=== design 1 ===
design_1/met1.png
Supply wires on this layer in grey.
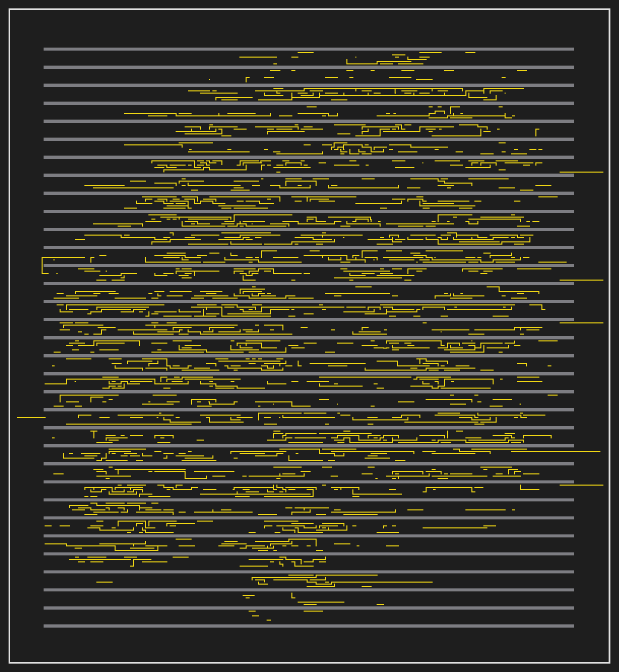

$ cat src/rtl/neo_pkg.sv
// Shared constants and types for the NeoPixel receive path.
// Timing constants assume a 50 MHz clock.
package neo_pkg;

  localparam int T0H_CYCLES        = 18;
  localparam int T1H_CYCLES        = 35;
  localparam int BIT_PERIOD_CYCLES = 62;
  localparam int RESET_CYCLES      = 2500;
  localparam int PIXEL_BITS        = 24;

  typedef struct packed {
    logic [7:0] green;
    logic [7:0] red;
    logic [7:0] blue;
  } pixel_t;

  typedef enum logic [1:0] {
    GREEN,
    RED,
    BLUE
  } color_e;

  typedef enum logic [1:0] {
    ST_WAIT_GAP,
    ST_IDLE,
    ST_HIGH,
    ST_LOW
  } rx_state_e;

  function automatic logic [7:0] color_byte(input pixel_t p, input color_e c);
    logic [7:0] b;
    case (c)
      GREEN:   b = p.green;
      RED:     b = p.red;
      default: b = p.blue;
    endcase
    return b;
  endfunction

endpackage

$ cat src/rtl/neo_bit_decoder.sv
// Pulse-width classifier and latch-gap detector for a WS2812-style line.
// Define NEO_RX_SYNC_EN to pass neo_data through a two-flop synchronizer first.
module neo_bit_decoder
  import neo_pkg::*;
#(
  parameter int BIT_THRESHOLD = 26,
  parameter int MIN_HIGH      = 8,
  parameter int MAX_HIGH      = 50,
  parameter int RESET_CYCLES  = 2500
) (
  input  logic clock,
  input  logic reset,
  input  logic neo_data,
  output logic bit_valid,
  output logic bit_value,
  output logic gap,
  output logic glitch,
  output logic stuck
);

  localparam int HW = $clog2(MAX_HIGH + 2);
  localparam int LW = $clog2(RESET_CYCLES + 1);

  localparam logic [HW-1:0] HIGH_MIN = HW'(MIN_HIGH);
  localparam logic [HW-1:0] HIGH_MAX = HW'(MAX_HIGH);
  localparam logic [HW-1:0] HIGH_SAT = HW'(MAX_HIGH + 1);
  localparam logic [HW-1:0] HIGH_ONE = HW'(BIT_THRESHOLD);
  localparam logic [LW-1:0] LOW_LAST = LW'(RESET_CYCLES - 1);
  localparam logic [LW-1:0] LOW_SAT  = LW'(RESET_CYCLES);

  logic d;
  logic d_reg;

`ifdef NEO_RX_SYNC_EN
  logic [1:0] sync_reg;

  always_ff @(posedge clock) begin
    if (reset) begin
      sync_reg <= 2'b00;
    end else begin
      sync_reg <= {sync_reg[0], neo_data};
    end
  end

  assign d = sync_reg[1];
`else
  assign d = neo_data;
`endif

  logic rise;
  logic fall;

  assign rise = d & ~d_reg;
  assign fall = ~d & d_reg;

  rx_state_e       state_reg;
  logic [HW-1:0]   high_cnt_reg;
  logic [LW-1:0]   low_cnt_reg;

  // Events are decoded from the current sample so the top can register its
  // outputs on the very edge that completes a bit or a gap.
  assign stuck     = (state_reg == ST_HIGH) && d && (high_cnt_reg >= HIGH_MAX);
  assign glitch    = (state_reg == ST_HIGH) && fall && (high_cnt_reg < HIGH_MIN);
  assign bit_valid = (state_reg == ST_HIGH) && fall && (high_cnt_reg >= HIGH_MIN);
  assign bit_value = (high_cnt_reg >= HIGH_ONE);
  assign gap       = (state_reg == ST_LOW) && !d && (low_cnt_reg >= LOW_LAST);

  always_ff @(posedge clock) begin
    if (reset) begin
      state_reg    <= ST_WAIT_GAP;
      d_reg        <= 1'b0;
      high_cnt_reg <= '0;
      low_cnt_reg  <= '0;
    end else begin
      d_reg <= d;
      case (state_reg)
        ST_WAIT_GAP: begin
          if (d) begin
            low_cnt_reg <= '0;
          end else if (low_cnt_reg >= LOW_LAST) begin
            state_reg   <= ST_IDLE;
            low_cnt_reg <= '0;
          end else begin
            low_cnt_reg <= low_cnt_reg + 1'b1;
          end
        end
        ST_IDLE: begin
          if (rise) begin
            state_reg    <= ST_HIGH;
            high_cnt_reg <= HW'(1);
          end
        end
        ST_HIGH: begin
          if (stuck) begin
            state_reg    <= ST_WAIT_GAP;
            high_cnt_reg <= HIGH_SAT;
            low_cnt_reg  <= '0;
          end else if (fall) begin
            // The falling-edge sample is already the first low cycle.
            state_reg   <= glitch ? ST_WAIT_GAP : ST_LOW;
            low_cnt_reg <= LW'(1);
          end else if (high_cnt_reg < HIGH_SAT) begin
            high_cnt_reg <= high_cnt_reg + 1'b1;
          end
        end
        ST_LOW: begin
          if (rise) begin
            state_reg    <= ST_HIGH;
            high_cnt_reg <= HW'(1);
            low_cnt_reg  <= '0;
          end else if (gap) begin
            state_reg   <= ST_IDLE;
            low_cnt_reg <= '0;
          end else if (low_cnt_reg < LOW_SAT) begin
            low_cnt_reg <= low_cnt_reg + 1'b1;
          end
        end
        default: begin
          state_reg <= ST_WAIT_GAP;
        end
      endcase
    end
  end

endmodule

$ cat src/rtl/neo_pixel_receiver.sv
// Assembles decoded NeoPixel bits into 24-bit GRB pixels and frames.
// Optional NEO_RX_SYNC_EN adds a two-flop input synchronizer in the decoder.
module neo_pixel_receiver
  import neo_pkg::*;
#(
  parameter int NUM_PIXELS    = 5,
  parameter int BIT_THRESHOLD = 26,
  parameter int MIN_HIGH      = 8,
  parameter int MAX_HIGH      = 50,
  parameter int RESET_CYCLES  = neo_pkg::RESET_CYCLES
) (
  input  logic        clock,
  input  logic        reset,
  input  logic        neo_data,
  output logic [23:0] pixel_data,
  output logic [2:0]  pixel_index,
  output logic        pixel_valid,
  output logic        frame_done,
  output logic        error
);

  localparam logic [2:0] PIX_LIMIT = 3'(NUM_PIXELS);
  localparam logic [4:0] LAST_BIT  = 5'(PIXEL_BITS - 1);

  logic bit_valid;
  logic bit_value;
  logic gap;
  logic glitch;
  logic stuck;

  neo_bit_decoder #(
    .BIT_THRESHOLD(BIT_THRESHOLD),
    .MIN_HIGH     (MIN_HIGH),
    .MAX_HIGH     (MAX_HIGH),
    .RESET_CYCLES (RESET_CYCLES)
  ) u_bit_decoder (
    .clock    (clock),
    .reset    (reset),
    .neo_data (neo_data),
    .bit_valid(bit_valid),
    .bit_value(bit_value),
    .gap      (gap),
    .glitch   (glitch),
    .stuck    (stuck)
  );

  logic [23:0] shift_reg;
  logic [23:0] shift_next;
  logic [4:0]  bit_cnt_reg;
  logic [2:0]  pixel_cnt_reg;
  logic        drop_reg;
  pixel_t      pixel_data_reg;
  logic [2:0]  pixel_index_reg;
  logic        pixel_valid_reg;
  logic        frame_done_reg;
  logic        error_reg;

  assign shift_next = {shift_reg[22:0], bit_value};

  always_ff @(posedge clock) begin
    if (reset) begin
      shift_reg       <= '0;
      bit_cnt_reg     <= '0;
      pixel_cnt_reg   <= '0;
      drop_reg        <= 1'b0;
      pixel_data_reg  <= '0;
      pixel_index_reg <= '0;
      pixel_valid_reg <= 1'b0;
      frame_done_reg  <= 1'b0;
      error_reg       <= 1'b0;
    end else begin
      pixel_valid_reg <= 1'b0;
      frame_done_reg  <= 1'b0;
      error_reg       <= 1'b0;
      if (glitch || stuck) begin
        // The decoder now waits for a fresh gap; nothing of this frame survives.
        error_reg     <= 1'b1;
        bit_cnt_reg   <= '0;
        pixel_cnt_reg <= '0;
        drop_reg      <= 1'b0;
      end else if (gap) begin
        frame_done_reg <= (pixel_cnt_reg != 3'd0);
        error_reg      <= (bit_cnt_reg != 5'd0);
        bit_cnt_reg    <= '0;
        pixel_cnt_reg  <= '0;
        drop_reg       <= 1'b0;
      end else if (bit_valid && !drop_reg) begin
        shift_reg <= shift_next;
        if (bit_cnt_reg == LAST_BIT) begin
          bit_cnt_reg <= '0;
          if (pixel_cnt_reg >= PIX_LIMIT) begin
            // Overflow pixel: report once, then ignore the rest of the frame.
            error_reg <= 1'b1;
            drop_reg  <= 1'b1;
          end else begin
            pixel_valid_reg <= 1'b1;
            pixel_data_reg  <= pixel_t'(shift_next);
            pixel_index_reg <= pixel_cnt_reg;
            pixel_cnt_reg   <= pixel_cnt_reg + 3'd1;
          end
        end else begin
          bit_cnt_reg <= bit_cnt_reg + 5'd1;
        end
      end
    end
  end

  assign pixel_data  = pixel_data_reg;
  assign pixel_index = pixel_index_reg;
  assign pixel_valid = pixel_valid_reg;
  assign frame_done  = frame_done_reg;
  assign error       = error_reg;

endmodule
$ cat config.mk
export PLATFORM = sky130hd
export DESIGN_NAME = neo_pixel_receiver
export DESIGN_NICKNAME = d
export VERILOG_FILES = /design/src/rtl/neo_pkg.sv /design/src/rtl/neo_bit_decoder.sv /design/src/rtl/neo_pixel_receiver.sv
export SDC_FILE = /design/constraint.sdc
export NUM_CORES = 1
export LEC_CHECK = 0
export CAP_MARGIN = 10
export CORE_ASPECT_RATIO = 1.1
export CORE_MARGIN = 5
export CORE_UTILIZATION = 50
export DETAILED_ROUTE_END_ITERATION = 12
export GPL_TIMING_DRIVEN = 1
export PLACE_DENSITY = 0.81
export SYNTH_ARGS = -nofsm -noshare
export SYNTH_HDL_FRONTEND = slang
export SYNTH_SLANG_ARGS = --single-unit
$ cat constraint.sdc
create_clock -name clock -period 1.9 [get_ports clock]
set_input_delay 0.38 -clock clock [delete_from_list [all_inputs] [get_ports clock]]
set_output_delay 0.38 -clock clock [all_outputs]
set_load 0.02 [all_outputs]
=== design 2 ===
--- src/rtl/lights_pkg.sv ---
// rtl/lights_pkg.sv - shared widths, FSM state and read-owner tag for the lights BRAM arbiter
package lights_pkg;
  localparam int LIGHTS_ADDR_W = 10;
  localparam int LIGHTS_DATA_W = 16;
  localparam int LIGHTS_DEPTH  = 1024;

  typedef enum logic {
    ARB_IDLE  = 1'b0,
    ARB_CLEAR = 1'b1
  } arb_state_e;

  typedef enum logic {
    OWN_HOST   = 1'b0,
    OWN_RENDER = 1'b1
  } owner_e;
endpackage

--- src/rtl/lights_bram_arbiter_if.sv ---
// rtl/lights_bram_arbiter_if.sv - host, render, clear and BRAM signals of the lights arbiter
interface lights_bram_arbiter_if
  import lights_pkg::*;
#(
  parameter int ADDR_W = LIGHTS_ADDR_W,
  parameter int DATA_W = LIGHTS_DATA_W
);
  logic              host_req;
  logic              host_we;
  logic [ADDR_W-1:0] host_addr;
  logic [DATA_W-1:0] host_wdata;
  logic              host_gnt;
  logic              host_rvalid;
  logic [DATA_W-1:0] host_rdata;
  logic              rd_req;
  logic [ADDR_W-1:0] rd_addr;
  logic              rd_gnt;
  logic              rd_valid;
  logic [DATA_W-1:0] rd_data;
  logic              clear_start;
  logic              clear_busy;
  logic              bram_we;
  logic [ADDR_W-1:0] bram_addr;
  logic [DATA_W-1:0] bram_din;
  logic [DATA_W-1:0] bram_dout;

  modport slave (
    input  host_req, host_we, host_addr, host_wdata, rd_req, rd_addr, clear_start, bram_dout,
    output host_gnt, host_rvalid, host_rdata, rd_gnt, rd_valid, rd_data, clear_busy,
           bram_we, bram_addr, bram_din
  );

  modport master (
    output host_req, host_we, host_addr, host_wdata, rd_req, rd_addr, clear_start, bram_dout,
    input  host_gnt, host_rvalid, host_rdata, rd_gnt, rd_valid, rd_data, clear_busy,
           bram_we, bram_addr, bram_din
  );
endinterface

--- src/rtl/lights_clear_seq.sv ---
// rtl/lights_clear_seq.sv - zero-fill address sequencer; busy for DEPTH cycles, done on the last word
module lights_clear_seq #(
  parameter int ADDR_W = 10,
  parameter int DEPTH  = 1024
) (
  input  logic              clk,
  input  logic              rst,
  input  logic              start,
  output logic [ADDR_W-1:0] clr_addr,
  output logic              busy,
  output logic              done
);
  localparam logic [ADDR_W-1:0] LAST = ADDR_W'(DEPTH - 1);

  logic              busy_q, busy_d;
  logic [ADDR_W-1:0] addr_q, addr_d;

  always_comb begin
    busy_d = busy_q;
    addr_d = addr_q;
    done   = 1'b0;
    if (busy_q) begin
      if (addr_q == LAST) begin
        done   = 1'b1;
        busy_d = 1'b0;
        addr_d = '0;
      end else begin
        addr_d = addr_q + 1'b1;
      end
    end else if (start) begin
      busy_d = 1'b1;
    end
  end

  always_ff @(posedge clk) begin
    if (rst) begin
      busy_q <= 1'b0;
      addr_q <= '0;
    end else begin
      busy_q <= busy_d;
      addr_q <= addr_d;
    end
  end

  assign clr_addr = addr_q;
  assign busy     = busy_q;
endmodule

--- src/rtl/lights_bram_arbiter.sv ---
// rtl/lights_bram_arbiter.sv - single-port lights BRAM arbiter (render priority, host starvation guard, zero-fill)
// Optional conflict counter enabled by LIGHTS_ARB_STATS_EN.
module lights_bram_arbiter
  import lights_pkg::*;
#(
  parameter int ADDR_W   = LIGHTS_ADDR_W,
  parameter int DATA_W   = LIGHTS_DATA_W,
  parameter int DEPTH    = LIGHTS_DEPTH,
  parameter int MAX_WAIT = 4
) (
  input logic                  clk,
  input logic                  rst,
  lights_bram_arbiter_if.slave bus
`ifdef LIGHTS_ARB_STATS_EN
  ,
  input  logic                 stats_clr,
  output logic [15:0]          conflict_cnt
`endif
);
  localparam logic [3:0] WAIT_LIM = 4'(MAX_WAIT);

  arb_state_e        state_q, state_d;
  logic [3:0]        wait_q, wait_d;
  logic [ADDR_W-1:0] addr_q, addr_d;
  logic              pend_q, pend_d;
  owner_e            owner_q, owner_d;

  logic              host_gnt, rd_gnt, bram_we;
  logic [DATA_W-1:0] bram_din;
  logic              clr_start, clr_busy, clr_done;
  logic [ADDR_W-1:0] clr_addr;

  lights_clear_seq #(
    .ADDR_W (ADDR_W),
    .DEPTH  (DEPTH)
  ) u_clear_seq (
    .clk      (clk),
    .rst      (rst),
    .start    (clr_start),
    .clr_addr (clr_addr),
    .busy     (clr_busy),
    .done     (clr_done)
  );

  // Everything is gated by rst so a reset cycle (even mid-clear) issues no grant and no write.
  always_comb begin
    state_d   = state_q;
    wait_d    = wait_q;
    addr_d    = addr_q;
    pend_d    = 1'b0;
    owner_d   = owner_q;
    host_gnt  = 1'b0;
    rd_gnt    = 1'b0;
    bram_we   = 1'b0;
    bram_din  = '0;
    clr_start = 1'b0;
    if (!rst) begin
      case (state_q)
        ARB_IDLE: begin
          host_gnt = bus.host_req && (!bus.rd_req || wait_q == WAIT_LIM);
          rd_gnt   = bus.rd_req && !host_gnt;
          if (host_gnt) begin
            addr_d   = bus.host_addr;
            bram_we  = bus.host_we;
            bram_din = bus.host_wdata;
            pend_d   = !bus.host_we;
            owner_d  = OWN_HOST;
          end else if (rd_gnt) begin
            addr_d  = bus.rd_addr;
            pend_d  = 1'b1;
            owner_d = OWN_RENDER;
          end
          wait_d = (bus.host_req && !host_gnt) ? wait_q + 4'd1 : 4'd0;
          if (bus.clear_start) begin
            clr_start = 1'b1;
            state_d   = ARB_CLEAR;
          end
        end
        ARB_CLEAR: begin
          bram_we = 1'b1;
          addr_d  = clr_addr;
          if (clr_done) state_d = ARB_IDLE;
        end
        default: state_d = ARB_IDLE;
      endcase
    end
  end

  always_ff @(posedge clk) begin
    if (rst) begin
      state_q <= ARB_IDLE;
      wait_q  <= '0;
      addr_q  <= '0;
      pend_q  <= 1'b0;
      owner_q <= OWN_HOST;
    end else begin
      state_q <= state_d;
      wait_q  <= wait_d;
      addr_q  <= addr_d;
      pend_q  <= pend_d;
      owner_q <= owner_d;
    end
  end

  assign bus.host_gnt    = host_gnt;
  assign bus.rd_gnt      = rd_gnt;
  assign bus.bram_we     = bram_we;
  assign bus.bram_addr   = addr_d;
  assign bus.bram_din    = bram_din;
  assign bus.clear_busy  = clr_busy;
  assign bus.host_rvalid = pend_q && (owner_q == OWN_HOST);
  assign bus.rd_valid    = pend_q && (owner_q == OWN_RENDER);
  assign bus.host_rdata  = bus.bram_dout;
  assign bus.rd_data     = bus.bram_dout;

`ifdef LIGHTS_ARB_STATS_EN
  logic [15:0] conf_q, conf_d;

  always_comb begin
    conf_d = conf_q;
    if (stats_clr) begin
      conf_d = '0;
    end else if (state_q == ARB_IDLE && bus.host_req && bus.rd_req && conf_q != 16'hFFFF) begin
      conf_d = conf_q + 16'd1;
    end
  end

  always_ff @(posedge clk) begin
    if (rst) conf_q <= '0;
    else     conf_q <= conf_d;
  end

  assign conflict_cnt = conf_q;
`endif
endmodule

--- src/flat_wrapper.sv ---
// flat-port wrapper written by rule: the top's interface ports become plain ports
module lights_bram_arbiter_flat import lights_pkg::*;
#(
  parameter int ADDR_W   = LIGHTS_ADDR_W,
  parameter int DATA_W   = LIGHTS_DATA_W,
  parameter int DEPTH    = LIGHTS_DEPTH,
  parameter int MAX_WAIT = 4
)
  (clk, rst, bus_host_req, bus_host_we, bus_host_addr, bus_host_wdata, bus_rd_req, bus_rd_addr, bus_clear_start, bus_bram_dout, bus_host_gnt, bus_host_rvalid, bus_host_rdata, bus_rd_gnt, bus_rd_valid, bus_rd_data, bus_clear_busy, bus_bram_we, bus_bram_addr, bus_bram_din);
  lights_bram_arbiter_if #(.ADDR_W(ADDR_W), .DATA_W(DATA_W)) bus_i ();
  input logic clk;
  input logic rst;
  input wire logic [$bits(bus_i.host_req)-1:0] bus_host_req;
  input wire logic [$bits(bus_i.host_we)-1:0] bus_host_we;
  input wire logic [$bits(bus_i.host_addr)-1:0] bus_host_addr;
  input wire logic [$bits(bus_i.host_wdata)-1:0] bus_host_wdata;
  input wire logic [$bits(bus_i.rd_req)-1:0] bus_rd_req;
  input wire logic [$bits(bus_i.rd_addr)-1:0] bus_rd_addr;
  input wire logic [$bits(bus_i.clear_start)-1:0] bus_clear_start;
  input wire logic [$bits(bus_i.bram_dout)-1:0] bus_bram_dout;
  output wire logic [$bits(bus_i.host_gnt)-1:0] bus_host_gnt;
  output wire logic [$bits(bus_i.host_rvalid)-1:0] bus_host_rvalid;
  output wire logic [$bits(bus_i.host_rdata)-1:0] bus_host_rdata;
  output wire logic [$bits(bus_i.rd_gnt)-1:0] bus_rd_gnt;
  output wire logic [$bits(bus_i.rd_valid)-1:0] bus_rd_valid;
  output wire logic [$bits(bus_i.rd_data)-1:0] bus_rd_data;
  output wire logic [$bits(bus_i.clear_busy)-1:0] bus_clear_busy;
  output wire logic [$bits(bus_i.bram_we)-1:0] bus_bram_we;
  output wire logic [$bits(bus_i.bram_addr)-1:0] bus_bram_addr;
  output wire logic [$bits(bus_i.bram_din)-1:0] bus_bram_din;
  assign bus_i.host_req = bus_host_req;
  assign bus_i.host_we = bus_host_we;
  assign bus_i.host_addr = bus_host_addr;
  assign bus_i.host_wdata = bus_host_wdata;
  assign bus_i.rd_req = bus_rd_req;
  assign bus_i.rd_addr = bus_rd_addr;
  assign bus_i.clear_start = bus_clear_start;
  assign bus_i.bram_dout = bus_bram_dout;
  assign bus_host_gnt = bus_i.host_gnt;
  assign bus_host_rvalid = bus_i.host_rvalid;
  assign bus_host_rdata = bus_i.host_rdata;
  assign bus_rd_gnt = bus_i.rd_gnt;
  assign bus_rd_valid = bus_i.rd_valid;
  assign bus_rd_data = bus_i.rd_data;
  assign bus_clear_busy = bus_i.clear_busy;
  assign bus_bram_we = bus_i.bram_we;
  assign bus_bram_addr = bus_i.bram_addr;
  assign bus_bram_din = bus_i.bram_din;
  lights_bram_arbiter #(.ADDR_W(ADDR_W), .DATA_W(DATA_W), .DEPTH(DEPTH), .MAX_WAIT(MAX_WAIT)) u_core (.clk(clk), .rst(rst), .bus(bus_i));
endmodule
--- config.mk ---
export PLATFORM = sky130hd
export DESIGN_NAME = lights_bram_arbiter_flat
export DESIGN_NICKNAME = d
export VERILOG_FILES = /design/src/rtl/lights_pkg.sv /design/src/rtl/lights_bram_arbiter_if.sv /design/src/rtl/lights_clear_seq.sv /design/src/rtl/lights_bram_arbiter.sv /design/src/flat_wrapper.sv
export SDC_FILE = /design/constraint.sdc
export NUM_CORES = 1
export LEC_CHECK = 0
export ABC_AREA = 0
export CORE_ASPECT_RATIO = 0.5
export CORE_UTILIZATION = 38
export CTS_BUF_LIST = sky130_fd_sc_hd__clkbuf_4 sky130_fd_sc_hd__clkbuf_8 sky130_fd_sc_hd__clkbuf_16
export DETAILED_ROUTE_END_ITERATION = 6
export GPL_TIMING_DRIVEN = 0
export PLACE_DENSITY_LB_ADDON = 0.15
export SLEW_MARGIN = 30
export SYNTH_ARGS = -nofsm -noshare
export SYNTH_HDL_FRONTEND = slang
export SYNTH_SLANG_ARGS = --single-unit
--- constraint.sdc ---
create_clock -name clk -period 1.7 [get_ports clk]
set_input_delay 0.17 -clock clk [delete_from_list [all_inputs] [get_ports clk]]
set_output_delay 0.17 -clock clk [all_outputs]
set_load 0.05 [all_outputs]
=== design 3 ===
[config.mk]
export PLATFORM = sky130hd
export DESIGN_NAME = freecell_move_sequencer
export DESIGN_NICKNAME = d
export VERILOG_FILES = /design/src/rtl/freecell_pkg.sv /design/src/rtl/freecell_move_fifo.sv /design/src/rtl/freecell_move_sequencer.sv
export SDC_FILE = /design/constraint.sdc
export NUM_CORES = 1
export LEC_CHECK = 0
export CAP_MARGIN = 15
export CORE_ASPECT_RATIO = 0.75
export CORE_MARGIN = 2
export CORE_UTILIZATION = 43
export CTS_CLUSTER_SIZE = 25
export DETAILED_ROUTE_END_ITERATION = 10
export GPL_TIMING_DRIVEN = 0
export SYNTH_ARGS = -nofsm -noshare
export SYNTH_HDL_FRONTEND = slang
export SYNTH_HIERARCHICAL = 1
export SYNTH_SLANG_ARGS = --single-unit
export TNS_END_PERCENT = 20
[constraint.sdc]
create_clock -name clock -period 3.4 [get_ports clock]
set_input_delay 0.68 -clock clock [delete_from_list [all_inputs] [get_ports clock]]
set_output_delay 0.68 -clock clock [all_outputs]
set_load 0.05 [all_outputs]
[src/rtl/freecell_pkg.sv]
// Shared definitions for the freecell player and its move sequencer.
//   - move location encoding: 0jjj = column j, 10ii = free cell i, 11xx = home
//   - NOP move (source 11xx is never a legal source, so the player ignores it)
//   - sequencer state constants
//   - 6-bit card encoding used by the player
package freecell_pkg;

    localparam logic       LOC_COL  = 1'b0;
    localparam logic [1:0] LOC_FREE = 2'b10;
    localparam logic [1:0] LOC_HOME = 2'b11;

    localparam logic [3:0] NOP_LOC  = 4'b1100;
    localparam logic [7:0] NOP_MOVE = {NOP_LOC, NOP_LOC};

    localparam logic [1:0] ST_IDLE  = 2'd0;
    localparam logic [1:0] ST_ISSUE = 2'd1;
    localparam logic [1:0] ST_GAP   = 2'd2;
    localparam logic [1:0] ST_WON   = 2'd3;

    typedef struct packed {
        logic [1:0] suit;
        logic [3:0] rank;
    } card_t;

    // A move may only start from a column or a free cell, never from home.
    function automatic logic src_legal(input logic [3:0] loc);
        return loc[3:2] != LOC_HOME;
    endfunction

endpackage

[src/rtl/freecell_move_fifo.sv]
// Synchronous (source,dest) move FIFO.
//   clock, reset_n : clock, async active-low reset
//   push_i/wdata_i : enqueue request and 8-bit move {source,dest}
//   pop_i          : dequeue request; rdata_o is the current head
//   flush_i        : empty the FIFO (overrides push/pop)
//   full_o/empty_o/count_o : fill status
module freecell_move_fifo #(
    parameter int DEPTH = 16
) (
    input  logic                       clock,
    input  logic                       reset_n,
    input  logic                       push_i,
    input  logic                       pop_i,
    input  logic                       flush_i,
    input  logic [7:0]                 wdata_i,
    output logic [7:0]                 rdata_o,
    output logic                       full_o,
    output logic                       empty_o,
    output logic [$clog2(DEPTH+1)-1:0] count_o
);

    localparam int PW = $clog2(DEPTH);
    localparam int CW = $clog2(DEPTH+1);
    localparam logic [PW-1:0] PTR_ONE  = PW'(1);
    localparam logic [CW-1:0] CNT_ONE  = CW'(1);
    localparam logic [CW-1:0] CNT_FULL = CW'(DEPTH);

    logic [7:0]    mem_q [DEPTH];
    logic [PW-1:0] wr_ptr_q, wr_ptr_d;
    logic [PW-1:0] rd_ptr_q, rd_ptr_d;
    logic [CW-1:0] count_q,  count_d;
    logic          do_push, do_pop;

    assign full_o  = (count_q == CNT_FULL);
    assign empty_o = (count_q == '0);
    assign count_o = count_q;
    assign rdata_o = mem_q[rd_ptr_q];

    // When full, a simultaneous pop frees the head slot, which is exactly
    // where the write pointer sits, so the push can land there.
    assign do_pop  = pop_i  && !flush_i && !empty_o;
    assign do_push = push_i && !flush_i && (!full_o || do_pop);

    always_comb begin
        wr_ptr_d = wr_ptr_q;
        rd_ptr_d = rd_ptr_q;
        count_d  = count_q;
        if (flush_i) begin
            wr_ptr_d = '0;
            rd_ptr_d = '0;
            count_d  = '0;
        end else begin
            if (do_push) wr_ptr_d = wr_ptr_q + PTR_ONE;
            if (do_pop)  rd_ptr_d = rd_ptr_q + PTR_ONE;
            if (do_push && !do_pop)      count_d = count_q + CNT_ONE;
            else if (!do_push && do_pop) count_d = count_q - CNT_ONE;
        end
    end

    always_ff @(posedge clock or negedge reset_n) begin
        if (!reset_n) begin
            wr_ptr_q <= '0;
            rd_ptr_q <= '0;
            count_q  <= '0;
        end else begin
            wr_ptr_q <= wr_ptr_d;
            rd_ptr_q <= rd_ptr_d;
            count_q  <= count_d;
        end
    end

    always_ff @(posedge clock) begin
        if (do_push) mem_q[wr_ptr_q] <= wdata_i;
    end

endmodule

[src/rtl/freecell_move_sequencer.sv]
// Buffers (source,dest) moves and issues them to the freecell player one at
// a time, each followed by a NOP slot so the player commits the move and
// updates win before the next issue.
//   clock, reset_n            : clock, async active-low reset
//   push, push_source/dest    : enqueue a move (source 11xx rejected)
//   start                     : begin issuing (IDLE only)
//   abort                     : back to IDLE, flush FIFO, clear move_count
//   win                       : win flag from the player
//   source, dest              : registered move to the player (NOP = 1100/1100)
//   full, empty, occupancy    : FIFO status
//   busy, done                : state is ISSUE/GAP, state is WON
//   move_count, reject_count  : saturating counters
//
// state | meaning
// IDLE  | waiting for start, drives NOP
// ISSUE | pops and drives the head move, or stalls with NOP when empty
// GAP   | NOP slot while the player commits the last move
// WON   | player has won, no more pops until abort/reset
module freecell_move_sequencer
    import freecell_pkg::*;
#(
    parameter int DEPTH = 16,
    parameter int CNT_W = 16
) (
    input  logic                       clock,
    input  logic                       reset_n,
    input  logic                       push,
    input  logic [3:0]                 push_source,
    input  logic [3:0]                 push_dest,
    input  logic                       start,
    input  logic                       abort,
    input  logic                       win,
    output logic [3:0]                 source,
    output logic [3:0]                 dest,
    output logic                       full,
    output logic                       empty,
    output logic [$clog2(DEPTH+1)-1:0] occupancy,
    output logic                       busy,
    output logic                       done,
    output logic [CNT_W-1:0]           move_count,
    output logic [CNT_W-1:0]           reject_count
);

    localparam logic [CNT_W-1:0] CNT_ONE = CNT_W'(1);

    logic [1:0]       state_q, state_d;
    logic [7:0]       move_q, move_d;
    logic [CNT_W-1:0] move_cnt_q, move_cnt_d;
    logic [CNT_W-1:0] rej_cnt_q, rej_cnt_d;
    logic [7:0]       head;
    logic             pop, push_ok, push_rej;

    assign pop      = (state_q == ST_ISSUE) && !win && !empty && !abort;
    assign push_ok  = push && !abort && src_legal(push_source) && (!full || pop);
    assign push_rej = push && !abort && !push_ok;

    freecell_move_fifo #(.DEPTH(DEPTH)) u_fifo (
        .clock   (clock),
        .reset_n (reset_n),
        .push_i  (push_ok),
        .pop_i   (pop),
        .flush_i (abort),
        .wdata_i ({push_source, push_dest}),
        .rdata_o (head),
        .full_o  (full),
        .empty_o (empty),
        .count_o (occupancy)
    );

    always_comb begin
        state_d    = state_q;
        move_d     = NOP_MOVE;
        move_cnt_d = move_cnt_q;
        rej_cnt_d  = rej_cnt_q;

        if (push_rej && rej_cnt_q != '1) rej_cnt_d = rej_cnt_q + CNT_ONE;

        if (abort) begin
            state_d    = ST_IDLE;
            move_cnt_d = '0;
        end else begin
            case (state_q)
                ST_IDLE:  if (start) state_d = ST_ISSUE;
                ST_ISSUE: begin
                    if (win) begin
                        state_d = ST_WON;
                    end else if (!empty) begin
                        move_d  = head;
                        state_d = ST_GAP;
                        if (move_cnt_q != '1) move_cnt_d = move_cnt_q + CNT_ONE;
                    end
                end
                ST_GAP:   state_d = win ? ST_WON : ST_ISSUE;
                default:  state_d = ST_WON;
            endcase
        end
    end

    always_ff @(posedge clock or negedge reset_n) begin
        if (!reset_n) begin
            state_q    <= ST_IDLE;
            move_q     <= NOP_MOVE;
            move_cnt_q <= '0;
            rej_cnt_q  <= '0;
        end else begin
            state_q    <= state_d;
            move_q     <= move_d;
            move_cnt_q <= move_cnt_d;
            rej_cnt_q  <= rej_cnt_d;
        end
    end

    assign source       = move_q[7:4];
    assign dest         = move_q[3:0];
    assign busy         = (state_q == ST_ISSUE) || (state_q == ST_GAP);
    assign done         = (state_q == ST_WON);
    assign move_count   = move_cnt_q;
    assign reject_count = rej_cnt_q;

endmodule
=== design 4 ===
===== config.mk =====
export PLATFORM = sky130hd
export DESIGN_NAME = bv2_masked_delta
export DESIGN_NICKNAME = d
export VERILOG_FILES = /design/src/rtl/bv2_masked_delta.sv
export SDC_FILE = /design/constraint.sdc
export NUM_CORES = 1
export LEC_CHECK = 0
export CORE_MARGIN = 1.5
export CORE_UTILIZATION = 44
export CTS_CLUSTER_SIZE = 8
export DETAILED_ROUTE_END_ITERATION = 6
export PLACE_DENSITY = 0.83
export SETUP_SLACK_MARGIN = 0.1
export SLEW_MARGIN = 20
export SYNTH_ARGS = -nofsm -noshare
export SYNTH_HDL_FRONTEND = slang
export SYNTH_SLANG_ARGS = --single-unit

===== constraint.sdc =====
create_clock -name in_clock -period 1.3 [get_ports in_clock]
set_clock_uncertainty 0.05 [all_clocks]
set_input_delay 0.325 -clock in_clock [delete_from_list [all_inputs] [get_ports in_clock]]
set_output_delay 0.325 -clock in_clock [all_outputs]
set_load 0.05 [all_outputs]

===== src/rtl/bv2_masked_delta.sv =====
// bv2_masked_delta: d-share DOM GF(2^2) delta = W*(h^l)^2 ^ h*l, feeding the GF(2^2) inverter.
// Latency: one cycle from the accept edge to out_valid; one transfer per cycle while out_ready is high.
// Backpressure: in_ready = ~out_valid | out_ready; a stalled stage holds its shares and ignores in_random.
module bv2_masked_delta #(
  parameter  int NUM_SHARES = 2,
  localparam int NUM_RANDOM = NUM_SHARES * (NUM_SHARES - 1) / 2
) (
  input  logic                        in_clock,
  input  logic                        in_reset,
  input  logic [NUM_SHARES-1:0][1:0]  in_h,
  input  logic [NUM_SHARES-1:0][1:0]  in_l,
  input  logic [NUM_RANDOM-1:0][1:0]  in_random,
  input  logic                        in_valid,
  output logic                        in_ready,
  output logic [NUM_SHARES-1:0][1:0]  out_delta,
  output logic                        out_valid,
  input  logic                        out_ready
);

  typedef enum logic {EMPTY = 1'b0, FULL = 1'b1} state_t;

  state_t state_q, state_d;
  logic   accept;

  logic [NUM_SHARES-1:0][1:0]                 a_d, a_q;
  logic [NUM_SHARES-1:0][NUM_SHARES-1:0][1:0] q_d, q_q;

  // Squaring in a normal basis swaps the two coordinates.
  function automatic logic [1:0] gf_sq(input logic [1:0] x);
    return {x[0], x[1]};
  endfunction

  // Multiply by sigma^2 = W.
  function automatic logic [1:0] gf_scl(input logic [1:0] x);
    return {x[0] ^ x[1], x[1]};
  endfunction

  function automatic logic [1:0] gf_mul(input logic [1:0] a, input logic [1:0] b);
    logic e;
    e = (a[1] ^ a[0]) & (b[1] ^ b[0]);
    return {e ^ (a[1] & b[1]), e ^ (a[0] & b[0])};
  endfunction

  assign accept    = in_valid & in_ready;
  assign out_valid = (state_q == FULL);
  assign in_ready  = ~out_valid | out_ready;

  // Per-share terms: the linear part folds into the inner product; each cross
  // term gets its own register so no two shares meet before the flop.
  for (genvar i = 0; i < NUM_SHARES; i++) begin : g_share
    assign a_d[i] = gf_mul(in_h[i], in_l[i]) ^ gf_scl(gf_sq(in_h[i] ^ in_l[i]));
    for (genvar j = 0; j < NUM_SHARES; j++) begin : g_pair
      if (i == j) begin : g_diag
        assign q_d[i][j] = 2'b00;
      end else begin : g_cross
        localparam int LO   = (i < j) ? i : j;
        localparam int HI   = (i < j) ? j : i;
        // Lexicographic position of pair (LO,HI) among all pairs LO<HI.
        localparam int RIDX = LO * (2 * NUM_SHARES - LO - 1) / 2 + (HI - LO - 1);
        assign q_d[i][j] = gf_mul(in_h[i], in_l[j]) ^ in_random[RIDX];
      end
    end
  end

  // Valid-flag register.
  always_ff @(posedge in_clock or posedge in_reset) begin
    if (in_reset) state_q <= EMPTY;
    else          state_q <= state_d;
  end

  // Next-state: fill on accept, drain when downstream takes the data and nothing new arrives.
  always_comb begin
    state_d = state_q;
    case (state_q)
      EMPTY:   if (accept) state_d = FULL;
      FULL:    if (!accept && out_ready) state_d = EMPTY;
      default: state_d = EMPTY;
    endcase
  end

  // Share registers load only on accept so idle cycles cause no toggling.
  always_ff @(posedge in_clock or posedge in_reset) begin
    if (in_reset) begin
      a_q <= '0;
      q_q <= '0;
    end else if (accept) begin
      a_q <= a_d;
      q_q <= q_d;
    end
  end

  // Post-register compression; diagonal slots are tied to zero and fold away.
  always_comb begin
    out_delta = '0;
    for (int i = 0; i < NUM_SHARES; i++) begin
      out_delta[i] = a_q[i];
      for (int j = 0; j < NUM_SHARES; j++) begin
        out_delta[i] = out_delta[i] ^ q_q[i][j];
      end
    end
  end

endmodule


design_3/wire_density.png
32 x 24 tiles, from black (low) to pale yellow (high), scaled to the fullest tile. Values are wire area over tile area, all layers added.
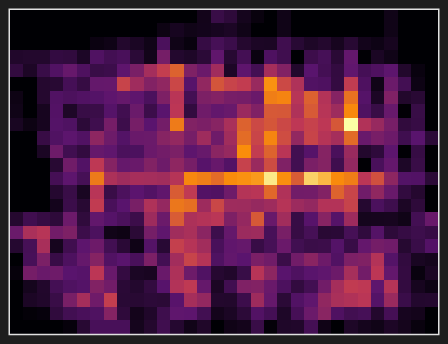
14% of the tiles are nearly empty. The fullest tile reaches 0.61. The mean over all tiles is 0.14. 9.2% of the tiles are over half the peak. The emptiest ninth of the die: north-west.
Wirelength per Cell: 20.0 um
total number of vias: 4,941
Global Route Usage Sum: 19.2%
Final Routed Wirelength: 17.9 mm

design_3/final_placement.png
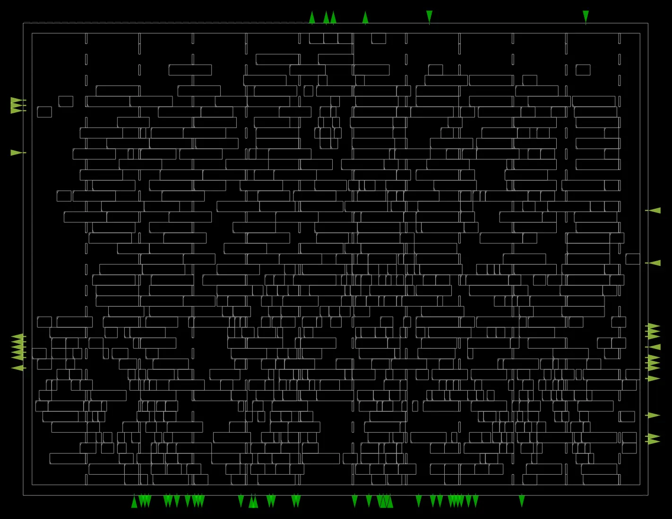
core area: 18,400 sq um
row cnt: 43
seq_cells: 183

==> results.toml, design 3 <==
# physical design summary
[setup_path]
setup.worst_path.start = "u_fifo/count_o[0]"
startpoint_type = "register"
critPathSlowestCell = "dfrtp_2"
crit_type = "reg2reg"
slowest_delay_ns = 0.44

[job]
openroad.warnings = 36

[global_route]
first_global_vias = 4838
use_met1_pct = 28.2
gr-usage-met2_pct = 28.9

[timing]
fmax_mhz = 303
max_slew_margin_pct = 44.9
whs_ns = 0.281
setup_ws_ns = 0.102
period_minus_slack_ns = 3.30

[run_status]
outcome = "complete, no violations"

[clock_network]
clock.latency.late_pin_ns = 0.42
clock-sinks = 183
cts_made_buffers = 17
clk_pin_slew_ns = 0.06

[place]
place_inst = 855
dp_slack_ns = -0.714
portBuffers = 62

[synthesis]
floorplan.nets = 576
xor_share_pct = 3.17
yosys-top-cells-count = "edfxtp_1, dfrtp_1, nor2_1"
synthAoiAreaFrac_pct = 6.13
syn_inst = 545
synthArstFlopShare_pct = 30.1
yosys.stat.seqShare_pct = 65.1
top_cells_by_area = "edfxtp_1, dfrtp_1, mux2i_1"

[floorplanning]
die-area_sq_um = 19800
die_h_um = 122

[power_and_ir_drop]
swShare_pct = 29.1
p_seq_share_pct = 44.8

[layout]
utilization_pct = 53.0
fin_nets = 665

[drt]
viasPerCell = 5.53
wl_met2_mm = 8.19
drc_errors = 0
## design 3: sequential cells by signal, summed over array words and instances (netlist names)
signal,cells
u_fifo/mem_q,128
state_q,2
u_fifo/count_o,5
move_count,16
u_fifo/wr_ptr_q,4
reject_count,16
u_fifo/rd_ptr_q,4
move_q,8
## design 3: power by group through the flow
stage	registers, W	logic (W)	clock network (W)
detailed placement	0.00264	0.00127	0
finish	0.00259	0.00128	0.00191
global placement	0.00263	0.00123	0
CTS	0.00259	0.00128	0.00195
floorplan	0.00282	0.000689	0
global route	0.00260	0.00138	0.00205
## design 3: worst max-delay path: cells and delay by family (launching register included)
kind | cells | cell delay [ns]
AND-OR/OR-AND | 4 | 0.90
AND/OR/NAND/NOR | 7 | 1.19
adder cells (fa/ha/maj) | 1 | 0.39
flip-flops | 1 | 0.44
buffers and inverters | 2 | 0.31
## design 3: final cells by class
type                    instances  area, sq um  share of cell area (%)
plain buffers                  21          104                    1.06
clock buffers                  23          468                    4.80
clock inverters                 9          103                    1.05
inverters                      12         45.0                   0.462
multi-input cells             329         2780                    28.5
flip-flops and latches        183         5230                    53.6
well taps                     247          309                    3.17
repair buffers                 70          713                    7.31
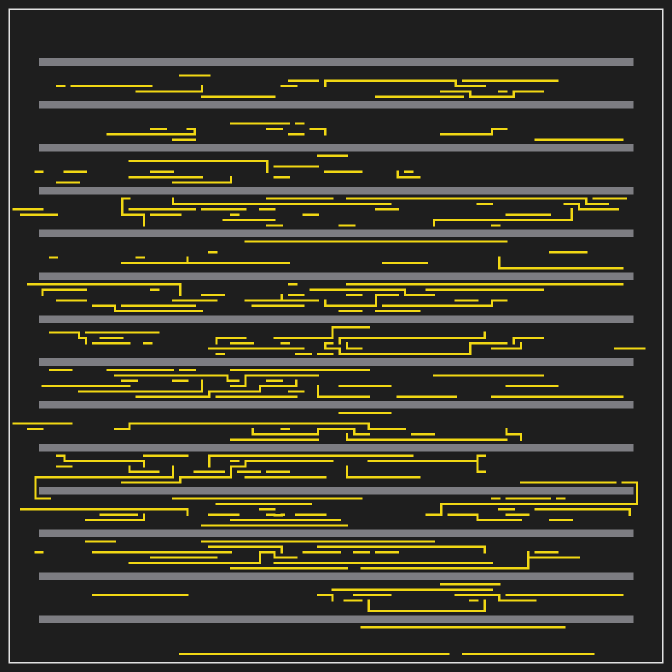
design_4/met1.png
Supply wires on this layer in grey.
The wires run mostly horizontal. The longest straight run is 17.5 um. The layer carries 891 um of wire. The layer holds 34% of the routed length.
met1 Track Usage GR: 20.2%
total number of vias: 672

==> results.toml, design 4 <==
# physical design summary
[job]
openroad.warnings = 30
maxCapViolCount = 0

[layout]
comb_area_sq_um = 643
fillers = 21
final_area_sq_um = 1300

[power_and_ir_drop]
leakagePower_nw = 0.548
finalPower_w = 0.00196

[synthesis]
yosys-top-cells-count = "xnor2_1, nand2_1, dfrtp_1"

[clock_network]
clock-sinks = 9
cts_tree = "built"
cts_made_buffers = 3

[run_status]
outcome = "finished, violations left"
violations = "negative setup slack"

[drt]
postRouteAntennaNets = 0

[timing]
whs_ns = 0.289
setup_viol = 6
worstMarginPinSlew_ns = 0.335
setup_ws_ns = -0.147
hold_viol_final = 0

[place]
post-dp-hpwl_mm = 1.05
[design 4: where the power goes]
group,switching [W],internal (W)
Sequential,0.000132,0.000367
Clock,0.000109,0.000119
Combinational,0.000588,0.000643
Total,0.000829,0.00113
[design 4: critical path, stage by stage, from the launching register on]
cell,delay [ns]
dfrtp_2,0.45
xor2_4,0.20
buf_12,0.15
[design 4: routing by layer]
metal / wire (um) / global-route usage (%)
met1: 891 / 20.2
met2: 1380 / 39.8
met3: 154 / 5.32
met4: 162 / 21.8
met5: 0 / 0
[design 4: placed cells by master, fill, tap and decap left out, types with 4 or more instances in the layout]
cell	n
ha_4	4
nand2_1	10
xnor2_1	13
clkdlybuf4s50_1	4
xnor2_2	5
buf_12	6
o21ai_1	6
dfrtp_2	9
xor2_4	5
buf_4	14
[design 4: worst paths after layout]
path                           start      endpoint  slack [ns]
setup / recovery              a_q[0]  out_delta[0]       -0.15
hold / removal              in_reset        a_q[1]        0.29
setup reg to reg           out_valid        q_q[3]        0.06
hold reg to reg               a_q[1]        a_q[1]        0.56
max in group asynchronous   in_reset        a_q[3]        0.64
min in group in_clock        in_h[2]        q_q[4]        0.55
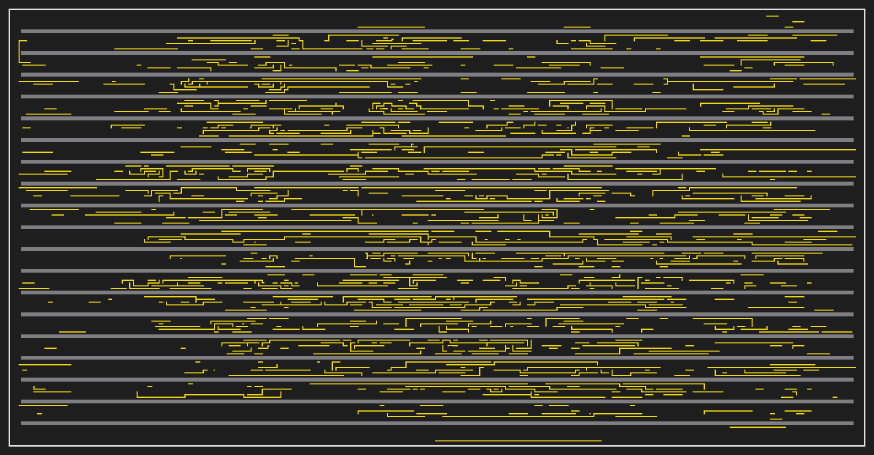
design_2/met1.png
Supply wires on this layer in grey.
The layer carries 3,410 um of wire. The layer holds 40% of the routed length.
Final Routed Wirelength: 8.56 mm
total number of vias: 2,531
met1 Track Usage GR: 32.0%

==> results.toml, design 2 <==
# physical design summary
[power_and_ir_drop]
p_int_w = 0.00145
switching_power_w = 0.000845
leakagePower_nw = 1.54
p_seq_w = 0.000730
power_density_nw_per_um2 = 578

[layout]
comb_area_sq_um = 1560
clock_tree_area_fraction_pct = 1.79
fillers = 289

[floorplanning]
std_cell_rows = 18
die_x_um = 107
ios = 122

[place]
dp_slack_ns = -1.07
place_inst = 435
gp_congestion = 0.843

[drt]
drc_errors = 0

[clock_network]
cts_resized = 300
postCtsSetupBuffers = 10
clock-sinks = 28

[timing]
clock_skew_ns = 0.00238
fmax_mhz = 508
setup_viol = 29
setup_ws_ns = -0.270

[synthesis]
ys_cells = 262

[setup_path]
startpoint_type = "input port"
end_kind = "output pin"
crit_type = "in2out"

[run_status]
outcome = "finished, violations left"
violations = "negative setup slack"

[hold_path]
hold_path_depth = 2

[global_route]
grt_max_degree = 17
grt_use_total_pct = 27.6
design 2: metal layers:
layer  part of all wire (%)  wire length (um)  up-vias  track usage (%)
met3                    8.3               708       28             5.95
met1                     40              3410     1200             32.0
li1                       -                 -     1162                -
met4                    3.1               265        0             11.6
met5                      0                 0        -                0
met2                     49              4180      141             51.3
design 2: cell families after synthesis:
group	Yosys count	synth area share [%]
multiplexers	11	5.89
buffers and inverters	57	16.8
AND-OR/OR-AND	71	22.5
flip-flops	28	26.9
adder cells (fa/ha/maj)	3	1.80
AND/OR/NAND/NOR	87	23.9
XOR/XNOR	5	2.10
design 2: metrics by stage:
step                total power [W]  setup TNS (ns)  instance area [sq um]
floorplan                   0.00131           -1.33                   2240
global placement            0.00160          -26.63                   3360
detailed placement          0.00162          -27.76                   3360
CTS                         0.00226           -5.30                   3920
global route                0.00237           -8.75                   3980
finish                      0.00230           -6.12                   3980
design 2: worst paths after layout:
check	startpoint	end	slack, ns
min	rst	u_core.u_clear_seq.clr_addr[9]	0.29
max reg2reg	u_core.u_clear_seq.clr_addr[1]	u_core.u_clear_seq.clr_addr[8]	0.11
min reg2reg	u_core.owner_q	u_core.owner_q	0.53
max	bus_rd_req	bus_bram_addr[1]	-0.27
design_1/wire_density.png
18 x 20 tiles, from black (low) to pale yellow (high), scaled to the fullest tile. Values are wire area over tile area, all layers added.
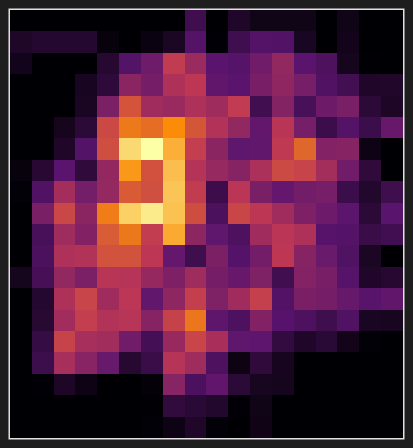
13% of the tiles are over half the peak. 25% of the tiles are nearly empty. The emptiest ninth of the die: south-east. The fullest tile reaches 0.61. The mean over all tiles is 0.15.

design_1/final_placement.png
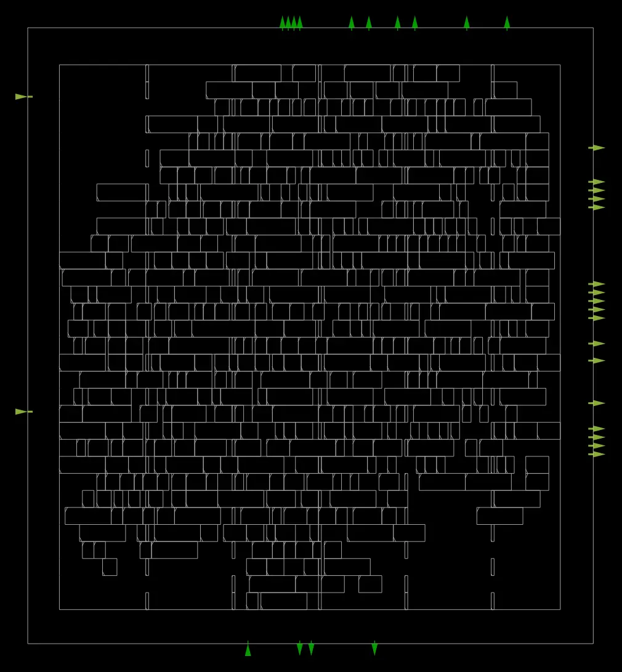
tally of filler cells in the layout: 568
final core occ: 65.9%
final cell count without fillers: 589
Seq/total area: 36.4%
row cnt: 32

## Picture notes: design_1/met1.png
The wires run mostly horizontal. The layer carries 3,310 um of wire. The layer holds 40% of the routed length.

==> results.toml, design 1 <==
# physical design summary
[run_status]
outcome = "complete, no violations"

[hold_path]
min_path_type = "in2reg"

[layout]
nNonClkInverters = 11
comb_area_sq_um = 1860
layout_top_cell = "nand2_1"
seq_cells = 83

[global_route]
antenna_found_initial = 0

[floorplanning]
tapCellCount = 85

[place]
place_inst = 566
portBuffers = 32

[power_and_ir_drop]
switching_power_w = 0.000749

[clock_network]
ctsLongestPathBuffers = 2
cts-root-buf = "clkbuf_8"

[setup_path]
end_kind = "register"

[synthesis]
ys_chip_area_sq_um = 3550
## design 1: metal layers
| metal | wire length [um] | global-route usage [%] | share of wire, % |
|---|---|---|---|
| met3 | 294 | 3.31 | 3.6 |
| met1 | 3310 | 19.8 | 40 |
| met5 | 0 | 0 | 0 |
| met4 | 214 | 9.62 | 2.6 |
| met2 | 4360 | 34.9 | 53 |
## design 1: logic make-up after synthesis
kind of cell               share of synthesized area [%]
and+or+nand+nor                                     24.1
AOI/OAI and AO/OA                                   18.2
DFF                                                 46.8
buffers and inverters                               4.47
xor gates and xnor gates                            2.47
adders and majority gates                           2.82
muxes                                               1.13
## design 1: worst max-delay path, stage by stage (launching register included)
cell and delay (ns):
dfxtp_2 0.35, inv_2 0.05, ha_4 0.16, o41ai_4 0.25, nor2_2 0.07, buf_4 0.14, o21a_1 0.20, buf_4 0.16
a211oi_2 0.20, nor3_1 0.08, nor3_1 0.13
## design 1: power groups by stage
stage               Clock [W]  Combinational [W]  Sequential (W)
floorplan                   0          0.0000396         0.00178
global placement            0          0.0000553         0.00178
detailed placement          0          0.0000569         0.00178
CTS                   0.00122          0.0000602         0.00174
global route          0.00130          0.0000695         0.00174
finish                0.00120          0.0000634         0.00174


==> screenshots <==
Signal wires by layer.
shot_01.png
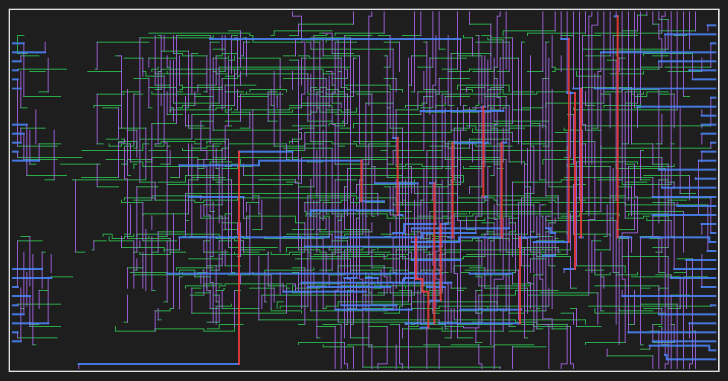
shot_02.png
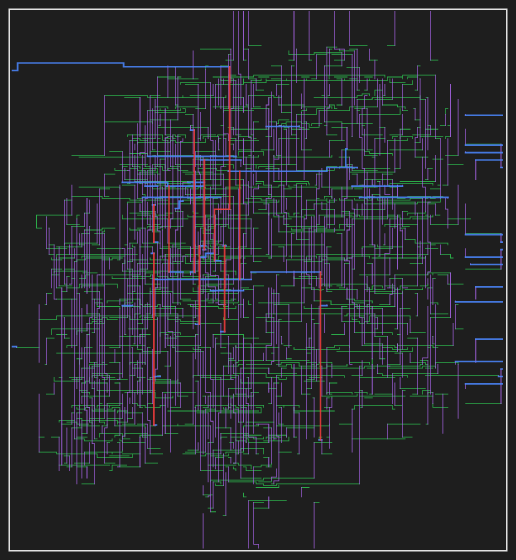
shot_03.png
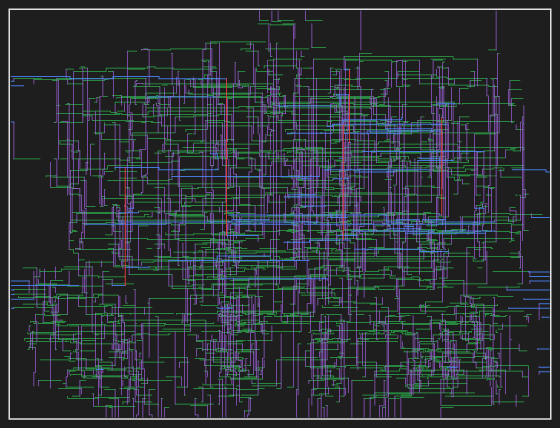
shot_04.png
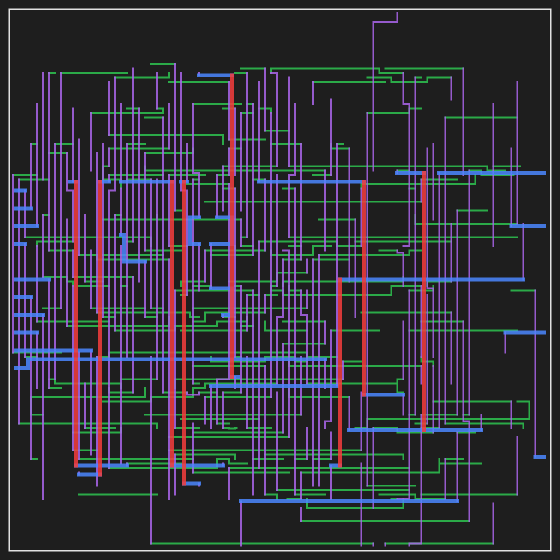
shot_01.png comes from design 2.
shot_02.png comes from design 1.
shot_03.png comes from design 3.
shot_04.png comes from design 4.
The one with the least wire is shot_04.png.
The one with the most wire is shot_03.png.


==> screenshots <==
Placed cells, one colour a class.
Plate I
Scale bar: 10 um. Fill, decap, tap and diode cells in grey.
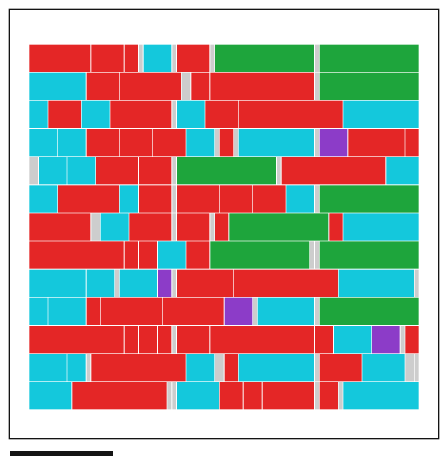
Plate II
Scale bar: 20 um. Fill, decap, tap and diode cells in grey.
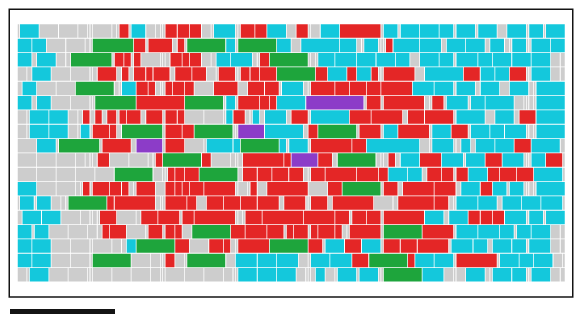
Plate III
Scale bar: 50 um. Fill, decap, tap and diode cells in grey.
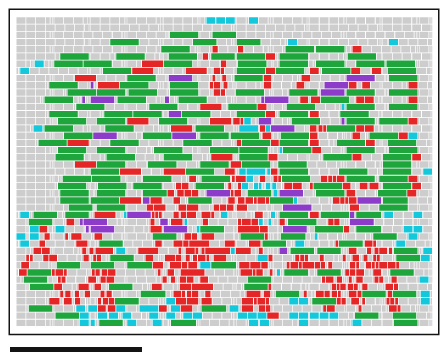
Plate IV
Scale bar: 20 um. Fill, decap, tap and diode cells in grey.
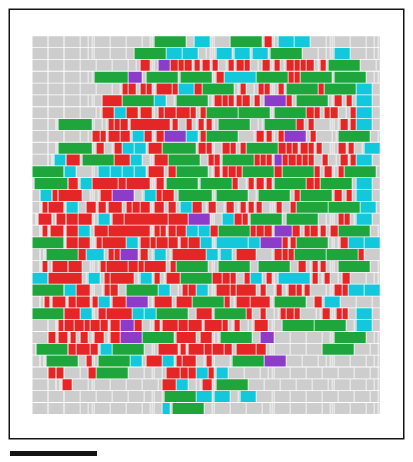
- most sequential cells: Plate III
| from | picture |
|---|---|
| design 4 | Plate I |
| design 3 | Plate III |
| design 1 | Plate IV |
| design 2 | Plate II |

Key to Plate I:
Key: all other logic = red [cells 56, share of their area 50%]; clock drivers and dummy loads = purple [cells 4, share of their area 2.0%]; other buffers and delay cells = cyan [cells 35, share of their area 29%]; flip-flops = green [cells 9, share of their area 18%]

Power figures rest on the tool's default switching activity, not on a simulated workload.
